# axi4_lite_reg_responder

==> axi4_lite_reg_responder/layer_met4.png <==
Scale: 3 px per um. Supply wires on this layer in grey. Cells faint in the background.
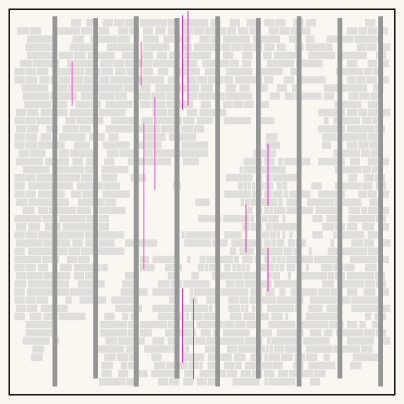
==> src/rtl/axi4_lite_pkg.sv <==
// Shared types and constants for the AXI4-Lite register responder.
package axi4_lite_pkg;

  typedef enum logic [1:0] {
    OKAY   = 2'b00,
    EXOKAY = 2'b01,
    SLVERR = 2'b10,
    DECERR = 2'b11
  } resp_t;

  typedef enum logic [2:0] {
    ST_IDLE      = 3'd0,
    ST_WR_ACCESS = 3'd1,
    ST_WR_RESP   = 3'd2,
    ST_RD_ACCESS = 3'd3,
    ST_RD_RESP   = 3'd4
  } state_t;

  // Byte offset bits within a word; ignored for decode.
  localparam int ADDR_LSB = 2;

endpackage

==> src/rtl/axi4_lite_resp_timeout.sv <==
// Down-counting access watchdog: loaded on start, counts while run is high,
// flags expiry in the TIMEOUT-th running cycle.
module axi4_lite_resp_timeout #(
  parameter int TIMEOUT = 64
) (
  input  logic clk,
  input  logic rst,
  input  logic start,
  input  logic clear,
  input  logic run,
  output logic expired
);

  localparam int CNT_W = $clog2(TIMEOUT);
  localparam logic [CNT_W-1:0] LOAD = CNT_W'(TIMEOUT - 1);

  logic [CNT_W-1:0] cnt;

  // Load on grant, drop to zero when idle, otherwise count down to terminal.
  always_ff @(posedge clk or posedge rst) begin
    if (rst) begin
      cnt <= '0;
    end else if (start) begin
      cnt <= LOAD;
    end else if (clear) begin
      cnt <= '0;
    end else if (run && (cnt != '0)) begin
      cnt <= cnt - 1'b1;
    end
  end

  assign expired = run && (cnt == '0);

endmodule

==> src/rtl/axi4_lite_reg_responder.sv <==
// AXI4-Lite slave that turns bus transactions into single native register
// accesses with variable-latency acknowledge and a watchdog.
//
// state        | meaning
// ST_IDLE      | waiting for a complete write (AW+W) or a read (AR)
// ST_WR_ACCESS | reg_req high for a write, waiting for reg_ack
// ST_WR_RESP   | BVALID high, waiting for BREADY
// ST_RD_ACCESS | reg_req high for a read, waiting for reg_ack
// ST_RD_RESP   | RVALID high, waiting for RREADY
module axi4_lite_reg_responder
  import axi4_lite_pkg::*;
#(
  parameter int                    ADDR_WIDTH  = 32,
  parameter int                    DATA_WIDTH  = 32,
  parameter int                    STROB_WIDTH = 4,
  parameter logic [ADDR_WIDTH-1:0] BASE_ADDR   = '0,
  parameter int                    WIN_WORDS   = 256,
  parameter int                    TIMEOUT     = 64
) (
  input  logic                         ACLK,
  input  logic                         ARESET,
  input  logic                         AWVALID,
  output logic                         AWREADY,
  input  logic [ADDR_WIDTH-1:0]        AWADDR,
  input  logic [2:0]                   AWPROT,
  input  logic                         WVALID,
  output logic                         WREADY,
  input  logic [DATA_WIDTH-1:0]        WDATA,
  input  logic [STROB_WIDTH-1:0]       WSTRB,
  output logic                         BVALID,
  input  logic                         BREADY,
  output logic [1:0]                   BRESP,
  input  logic                         ARVALID,
  output logic                         ARREADY,
  input  logic [ADDR_WIDTH-1:0]        ARADDR,
  input  logic [2:0]                   ARPROT,
  output logic                         RVALID,
  input  logic                         RREADY,
  output logic [DATA_WIDTH-1:0]        RDATA,
  output logic [1:0]                   RRESP,
  output logic                         reg_req,
  output logic                         reg_we,
  output logic [$clog2(WIN_WORDS)-1:0] reg_addr,
  output logic [DATA_WIDTH-1:0]        reg_wdata,
  output logic [STROB_WIDTH-1:0]       reg_wstrb,
  input  logic                         reg_ack,
  input  logic                         reg_err,
  input  logic [DATA_WIDTH-1:0]        reg_rdata
);

  localparam int IDX_W   = $clog2(WIN_WORDS);
  localparam int TAG_LSB = ADDR_LSB + IDX_W;

  state_t                  state;
  resp_t                   resp_q;
  logic [DATA_WIDTH-1:0]   rdata_q;
  logic                    live;
  logic                    last_rd;

  logic                    aw_full, w_full, ar_full;
  logic [ADDR_WIDTH-1:0]   aw_addr, ar_addr;
  logic [DATA_WIDTH-1:0]   w_data;
  logic [STROB_WIDTH-1:0]  w_strb;

  logic aw_hs, w_hs, ar_hs, b_hs, r_hs;
  logic wr_pend, rd_pend, grant_rd, grant_wr, wr_in, rd_in;
  logic in_access, tmr_start, tmr_run, tmr_expired;
  logic unused_bits;

  // BASE_ADDR is window-aligned, so the upper address bits alone decide hits.
  function automatic logic in_win(input logic [ADDR_WIDTH-1:0] a);
    return a[ADDR_WIDTH-1:TAG_LSB] == BASE_ADDR[ADDR_WIDTH-1:TAG_LSB];
  endfunction

  assign unused_bits = ^{AWPROT, ARPROT, aw_addr[ADDR_LSB-1:0], ar_addr[ADDR_LSB-1:0]};

  // READYs stay low during reset and the first cycle after it.
  assign AWREADY = live && !aw_full;
  assign WREADY  = live && !w_full;
  assign ARREADY = live && !ar_full && (state != ST_RD_ACCESS) && (state != ST_RD_RESP);
  assign BVALID  = (state == ST_WR_RESP);
  assign RVALID  = (state == ST_RD_RESP);
  assign BRESP   = resp_q;
  assign RRESP   = resp_q;
  assign RDATA   = rdata_q;

  assign aw_hs = AWVALID && AWREADY;
  assign w_hs  = WVALID && WREADY;
  assign ar_hs = ARVALID && ARREADY;
  assign b_hs  = BVALID && BREADY;
  assign r_hs  = RVALID && RREADY;

  // Round-robin only matters when both sides are waiting; read wins after reset.
  assign wr_pend  = aw_full && w_full;
  assign rd_pend  = ar_full;
  assign grant_rd = rd_pend && (!wr_pend || !last_rd);
  assign grant_wr = wr_pend && !grant_rd;
  assign wr_in    = in_win(aw_addr);
  assign rd_in    = in_win(ar_addr);

  assign in_access = (state == ST_WR_ACCESS) || (state == ST_RD_ACCESS);
  assign tmr_start = (state == ST_IDLE) && ((grant_wr && wr_in) || (grant_rd && rd_in));
  assign tmr_run   = in_access && !reg_ack;

  axi4_lite_resp_timeout #(
    .TIMEOUT (TIMEOUT)
  ) u_timeout (
    .clk     (ACLK),
    .rst     (ARESET),
    .start   (tmr_start),
    .clear   (!in_access),
    .run     (tmr_run),
    .expired (tmr_expired)
  );

  // Ready gating: hold READYs low until the first clock after reset release.
  always_ff @(posedge ACLK or posedge ARESET) begin
    if (ARESET) live <= 1'b0;
    else        live <= 1'b1;
  end

  // One-entry holding slots for AW, W and AR; emptied by the matching response.
  always_ff @(posedge ACLK or posedge ARESET) begin
    if (ARESET) begin
      aw_full <= 1'b0;
      w_full  <= 1'b0;
      ar_full <= 1'b0;
      aw_addr <= '0;
      ar_addr <= '0;
      w_data  <= '0;
      w_strb  <= '0;
    end else begin
      if (aw_hs) begin
        aw_full <= 1'b1;
        aw_addr <= AWADDR;
      end else if (b_hs) begin
        aw_full <= 1'b0;
      end
      if (w_hs) begin
        w_full <= 1'b1;
        w_data <= WDATA;
        w_strb <= WSTRB;
      end else if (b_hs) begin
        w_full <= 1'b0;
      end
      if (ar_hs) begin
        ar_full <= 1'b1;
        ar_addr <= ARADDR;
      end else if (r_hs) begin
        ar_full <= 1'b0;
      end
    end
  end

  // Responder FSM: grant, native access with ack/timeout, then bus response.
  always_ff @(posedge ACLK or posedge ARESET) begin
    if (ARESET) begin
      state     <= ST_IDLE;
      resp_q    <= OKAY;
      rdata_q   <= '0;
      last_rd   <= 1'b0;
      reg_req   <= 1'b0;
      reg_we    <= 1'b0;
      reg_addr  <= '0;
      reg_wdata <= '0;
      reg_wstrb <= '0;
    end else begin
      case (state)
        ST_IDLE: begin
          if (grant_rd) begin
            if (wr_pend) last_rd <= 1'b1;
            if (rd_in) begin
              state    <= ST_RD_ACCESS;
              reg_req  <= 1'b1;
              reg_we   <= 1'b0;
              reg_addr <= ar_addr[TAG_LSB-1:ADDR_LSB];
            end else begin
              state   <= ST_RD_RESP;
              resp_q  <= DECERR;
              rdata_q <= '0;
            end
          end else if (grant_wr) begin
            if (rd_pend) last_rd <= 1'b0;
            if (wr_in) begin
              state     <= ST_WR_ACCESS;
              reg_req   <= 1'b1;
              reg_we    <= 1'b1;
              reg_addr  <= aw_addr[TAG_LSB-1:ADDR_LSB];
              reg_wdata <= w_data;
              reg_wstrb <= w_strb;
            end else begin
              state  <= ST_WR_RESP;
              resp_q <= DECERR;
            end
          end
        end
        ST_WR_ACCESS: begin
          if (reg_ack) begin
            resp_q  <= reg_err ? SLVERR : OKAY;
            reg_req <= 1'b0;
            state   <= ST_WR_RESP;
          end else if (tmr_expired) begin
            resp_q  <= SLVERR;
            reg_req <= 1'b0;
            state   <= ST_WR_RESP;
          end
        end
        ST_RD_ACCESS: begin
          if (reg_ack) begin
            resp_q  <= reg_err ? SLVERR : OKAY;
            rdata_q <= reg_rdata;
            reg_req <= 1'b0;
            state   <= ST_RD_RESP;
          end else if (tmr_expired) begin
            resp_q  <= SLVERR;
            rdata_q <= '0;
            reg_req <= 1'b0;
            state   <= ST_RD_RESP;
          end
        end
        ST_WR_RESP: if (BREADY) state <= ST_IDLE;
        ST_RD_RESP: if (RREADY) state <= ST_IDLE;
        default:    state <= ST_IDLE;
      endcase
    end
  end

endmodule

==> config.mk <==
export PLATFORM = sky130hd
export DESIGN_NAME = axi4_lite_reg_responder
export DESIGN_NICKNAME = d
export VERILOG_FILES = /design/src/rtl/axi4_lite_pkg.sv /design/src/rtl/axi4_lite_resp_timeout.sv /design/src/rtl/axi4_lite_reg_responder.sv
export SDC_FILE = /design/constraint.sdc
export NUM_CORES = 1
export LEC_CHECK = 0
export CAP_MARGIN = 5
export CORE_UTILIZATION = 48
export CTS_BUF_LIST = sky130_fd_sc_hd__clkbuf_2 sky130_fd_sc_hd__clkbuf_4 sky130_fd_sc_hd__clkbuf_8
export DETAILED_ROUTE_END_ITERATION = 10
export PLACE_DENSITY = 0.93
export REMOVE_ABC_BUFFERS = 1
export SLEW_MARGIN = 20
export SYNTH_ARGS = -nofsm -noshare
export SYNTH_HDL_FRONTEND = slang
export SYNTH_SLANG_ARGS = --single-unit
==> constraint.sdc <==
create_clock -name ACLK -period 6.89 [get_ports ACLK]
set_input_delay 0.689 -clock ACLK [delete_from_list [all_inputs] [get_ports ACLK]]
set_output_delay 0.689 -clock ACLK [all_outputs]
set_load 0.005 [all_outputs]
==> qor.csv <==
stage;metric;value;unit
cells_and_area;diodes;0;
placement;hpwl;12400;um
outcome;run_status;complete, no violations;
clock_tree;cts_resized;0;
floorplan;ioPinCount;234;
routing;wl_per_cell;18.1;um
pwr;p_seq_share;51.4;%
placement;dp_worst_setup_slack;3910;ps
cells_and_area;drive_gt1_share;24.4;%
yosys;yosys_most_used_dff;dfrtp_1;
routing;post_drt_via_cell_ratio;5.25;
final_timing;tightestPinTransition;1030;ps
clock_tree;cts_buffer_depth;2;
final_timing;skew;13.0;ps
final_timing;rsz0062_at_grt;false;
worst_setup_path;cp_slowest_cell;dfrtp_1;
floorplan;core_area;15400;um2
yosys;yosys_warnings;0;
routing;firstDrtPassIters;4;
cells_and_area;lay_top_count;clkdlybuf4s50_1;
worst_setup_path;cp_max_fo;9;
worst_setup_path;cp-end-kind;output port;
yosys;synth-simple-area-share;6.40;%
final_timing;period_used_share;43.6;%
worst_setup_path;startpoint_type;flop;
pwr;seq-power;1.60;mW
worst_setup_path;startpoint;state[0]$_DFFE_PP0P_;
placement;gp_congestion;0.889;
cells_and_area;regArea;4750;um2
## Picture notes: axi4_lite_reg_responder/layer_met4.png
wire length on this layer = 271 um
nets with wire on the layer = 8
share of all routed wire = 1.6%
main direction = vertical
longest straight run = 48.3 um

routing by layer:
layer  vias up  track usage [%]  part of all wire, %
met4         0             8.37                  1.5
met2       201             40.1                   52
met1      2542             25.7                   40
li1       2328                -                    -
met3        24             6.97                  7.2
met5         -                0                    0
cells by family (layout without fill, tap and decap cells):
| family | count (synthesis) | count (layout) |
|---|---|---|
| other | 1 | 1 |
| buffers and inverters | 32 | 265 |
| adders and majority gates | 2 | 2 |
| DFF | 190 | 190 |
| muxes | 141 | 141 |
| and+or+nand+nor | 96 | 96 |
| xor gates and xnor gates | 2 | 2 |
| AOI/OAI and AO/OA | 62 | 62 |

# reg_wr_arbiter

==> reg_wr_arbiter/placement_by_type.png <==
Scale: 8 px per um.
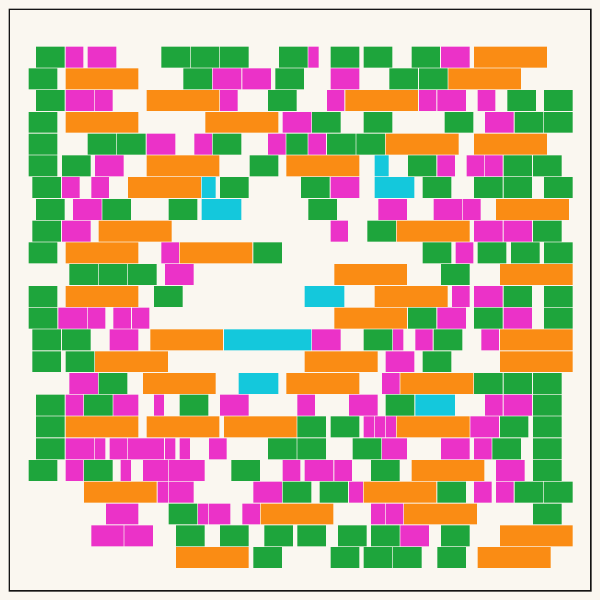
$ cat src/rtl/reg_wr_arbiter.sv
// reg_wr_arbiter: shares the single register-file write port between the
// pipeline writeback stage (primary) and the mult/div unit (secondary).
// The winning request is registered and presented to the register file one
// cycle after acceptance. A starvation counter guarantees the secondary a
// forced grant after STARVE_LIMIT consecutive refusals. Writes to register 0
// complete their handshake but never raise the write enable.
module reg_wr_arbiter #(
  parameter int DATA_WIDTH   = 32,
  parameter int STARVE_LIMIT = 4    // legal range 1..15
) (
  input  logic                  clk,
  input  logic                  rst,
  input  logic                  p_valid,
  input  logic [4:0]            p_addr,
  input  logic [DATA_WIDTH-1:0] p_data,
  output logic                  p_ready,
  input  logic                  m_valid,
  input  logic [4:0]            m_addr,
  input  logic [DATA_WIDTH-1:0] m_data,
  output logic                  m_ready,
  output logic                  wr_en,
  output logic [4:0]            wr_addr,
  output logic [DATA_WIDTH-1:0] wr_data,
  output logic                  wr_src
);

  localparam int                CNT_W = $clog2(STARVE_LIMIT + 1);
  localparam logic [CNT_W-1:0]  LIMIT = CNT_W'(STARVE_LIMIT);

  // Saturating increment of the starvation counter.
  function automatic logic [CNT_W-1:0] sat_inc(input logic [CNT_W-1:0] v);
    if (v == LIMIT) begin
      return LIMIT;
    end
    return v + CNT_W'(1);
  endfunction

  logic [CNT_W-1:0]      starve_cnt_q, starve_cnt_d;
  logic                  wr_en_q, wr_en_d;
  logic [4:0]            wr_addr_q, wr_addr_d;
  logic [DATA_WIDTH-1:0] wr_data_q, wr_data_d;
  logic                  wr_src_q, wr_src_d;

  logic force_m;
  logic grant_p;
  logic grant_m;

  // Arbitration: pipeline wins by default; a saturated starvation counter
  // hands the port to mult/div for one cycle. Readies never look at their
  // own valid, so grant_p and grant_m are mutually exclusive.
  always_comb begin
    force_m = (starve_cnt_q == LIMIT);
    p_ready = !(force_m && m_valid);
    m_ready = !p_valid || force_m;
    grant_p = p_valid && p_ready;
    grant_m = m_valid && m_ready;
  end

  // Next-state: starvation counter and the registered write command.
  // Without a grant only the enable drops; address/data/source hold.
  always_comb begin
    starve_cnt_d = starve_cnt_q;
    wr_en_d      = 1'b0;
    wr_addr_d    = wr_addr_q;
    wr_data_d    = wr_data_q;
    wr_src_d     = wr_src_q;

    if (m_valid && !grant_m) begin
      starve_cnt_d = sat_inc(starve_cnt_q);
    end else begin
      starve_cnt_d = '0;
    end

    if (grant_p) begin
      wr_addr_d = p_addr;
      wr_data_d = p_data;
      wr_src_d  = 1'b0;
      wr_en_d   = (p_addr != 5'd0);
    end else if (grant_m) begin
      wr_addr_d = m_addr;
      wr_data_d = m_data;
      wr_src_d  = 1'b1;
      wr_en_d   = (m_addr != 5'd0);
    end
  end

  // State registers; reset drops any pending write without waiting for a clock.
  always_ff @(posedge clk or posedge rst) begin
    if (rst) begin
      starve_cnt_q <= '0;
      wr_en_q      <= 1'b0;
      wr_addr_q    <= 5'd0;
      wr_data_q    <= '0;
      wr_src_q     <= 1'b0;
    end else begin
      starve_cnt_q <= starve_cnt_d;
      wr_en_q      <= wr_en_d;
      wr_addr_q    <= wr_addr_d;
      wr_data_q    <= wr_data_d;
      wr_src_q     <= wr_src_d;
    end
  end

  assign wr_en   = wr_en_q;
  assign wr_addr = wr_addr_q;
  assign wr_data = wr_data_q;
  assign wr_src  = wr_src_q;

endmodule

$ cat config.mk
export PLATFORM = sky130hd
export DESIGN_NAME = reg_wr_arbiter
export DESIGN_NICKNAME = d
export VERILOG_FILES = /design/src/rtl/reg_wr_arbiter.sv
export SDC_FILE = /design/constraint.sdc
export NUM_CORES = 1
export LEC_CHECK = 0
export CAP_MARGIN = 20
export CORE_MARGIN = 2
export CORE_UTILIZATION = 40
export CTS_BUF_LIST = sky130_fd_sc_hd__clkbuf_8
export CTS_CLUSTER_SIZE = 30
export DETAILED_ROUTE_END_ITERATION = 10
export PLACE_DENSITY = 0.95
export SLEW_MARGIN = 20
export SYNTH_ARGS = -nofsm -noshare
export SYNTH_HDL_FRONTEND = slang
export SYNTH_SLANG_ARGS = --single-unit
$ cat constraint.sdc
create_clock -name clk -period 5.2 [get_ports clk]
set_clock_uncertainty 0.2 [all_clocks]
set_input_delay 0.78 -clock clk [delete_from_list [all_inputs] [get_ports clk]]
set_output_delay 0.78 -clock clk [all_outputs]
set_load 0.01 [all_outputs]
==> qor.csv <==
stage;metric;value;unit
clock_tree;hold_buffers;0;
final_timing;worst_hold_slack;271;ps
worst_setup_path;crit_required;4220;ps
worst_setup_path;crit_top_cell;clkdlybuf4s50_1;
clock_tree;htree_levels;2;
final_timing;fin_crit;3140;ps
yosys;synth_chip_area;1880;um2
cells_and_area;fin_util;71.5;%
cells_and_area;nets;347;
cells_and_area;fillers;340;
routing;m1WireLength;2290;um
worst_setup_path;r2r_end;wr_data[0]$_DFFE_PP0P_;
worst_setup_path;crit_chain;clkdlybuf4s50_1, a21boi_2, inv_1, clkdlybuf4s50_1;
worst_hold_path;hold_depth;1;
job;maxCapViolations;0;
pwr;irDropWorstVdd;0.116;mV
yosys;yosys_most_used_dff;dfrtp_1;
pwr;internal-power;0.628;mW
outcome;run_status;complete, no violations;
cells_and_area;design.seq.count;42;
clock_tree;clkSinkCount;42;
placement;gp_congestion;0.806;
cells_and_area;buffers;119;
cells_and_area;stdcell_count;320;
pwr;switching_share;24.2;%
cells_and_area;final-nonclk-buf-share;37.4;%
yosys;ys_sh_adder;1.33;%
yosys;yosys_warnings;0;
worst_setup_path;cp-end-kind;output port;
floorplan;fp-row-count;24;
yosys;synth-async-reset-ratio;100;%
yosys;common_cells;42 x dfrtp_1, 37 x a221o_1, 37 x and2_1;
routing;met2_length;2560;um
yosys;synth.area.top_cells;dfrtp_1 56%, a221o_1 20%, and2_1 12%, buf_6 2.4%, ha_1 1.3%;
yosys;syn-cell-area;1880;um2
worst_setup_path;rr_worst_depth;6;
pwr;powerDensity;261;nW/um2
clock_tree;cts_buffers;5;
worst_setup_path;path_delay_family;buffers and inverters;
yosys;synthTopLogicFamily;AND-OR/OR-AND gates;
worst_hold_path;hold_path_class;reg -> reg;
clock_tree;cts_setup_buffers;0;
Notes on reg_wr_arbiter/placement_by_type.png above:
cyan -> clock drivers and dummy loads  # cells 8, share of their area 3.5%
magenta -> combinational and other logic  # cells 99, share of their area 25%
green -> other buffers and delay cells  # cells 119, share of their area 38%
orange -> flops  # cells 42, share of their area 34%

power groups by stage:
| stage | clock (mW) | combinational (mW) | sequential [mW] |
|---|---|---|---|
| 2_1_floorplan | 0 | 0.0584 | 0.390 |
| 3_3_place_gp | 0 | 0.198 | 0.377 |
| 3_5_place_dp | 0 | 0.204 | 0.377 |
| 4_1_cts | 0.261 | 0.204 | 0.371 |
| 5_1_grt | 0.274 | 0.217 | 0.375 |
| 6_report | 0.256 | 0.202 | 0.371 |
routing by layer:
layer,track usage [%],vias to the layer above
met5,0,-
met3,7.50,14
met4,5.97,0
met1,26.0,806
li1,-,795
met2,34.2,96


==> notes/layouts.md <==
Pictures saved along the way, in no particular order.

Pin map.
image #1
Scale: 4 px per um. Pins as bars across the die edge, other pins in grey.
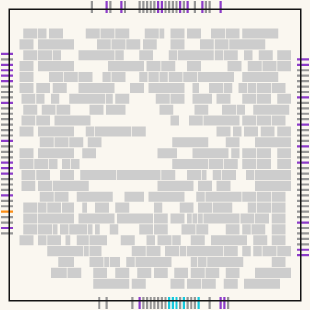
image #2
Scale: 3 px per um. Pins as bars across the die edge, other pins in grey.
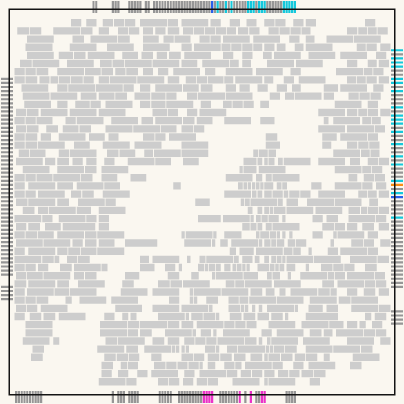
reg_wr_arbiter -> image #1
axi4_lite_reg_responder -> image #2

Key to image #2:
orange -> reg_err  # pins 1, direction input, edge right
blue -> BRESP  # pins 2, direction output, edge 1 top, 1 right
cyan -> RDATA  # pins 32, direction output, edge 18 right, 14 top
magenta -> reg_addr  # pins 8, direction output, edge bottom

Power is estimated from default activity; no workload was simulated.
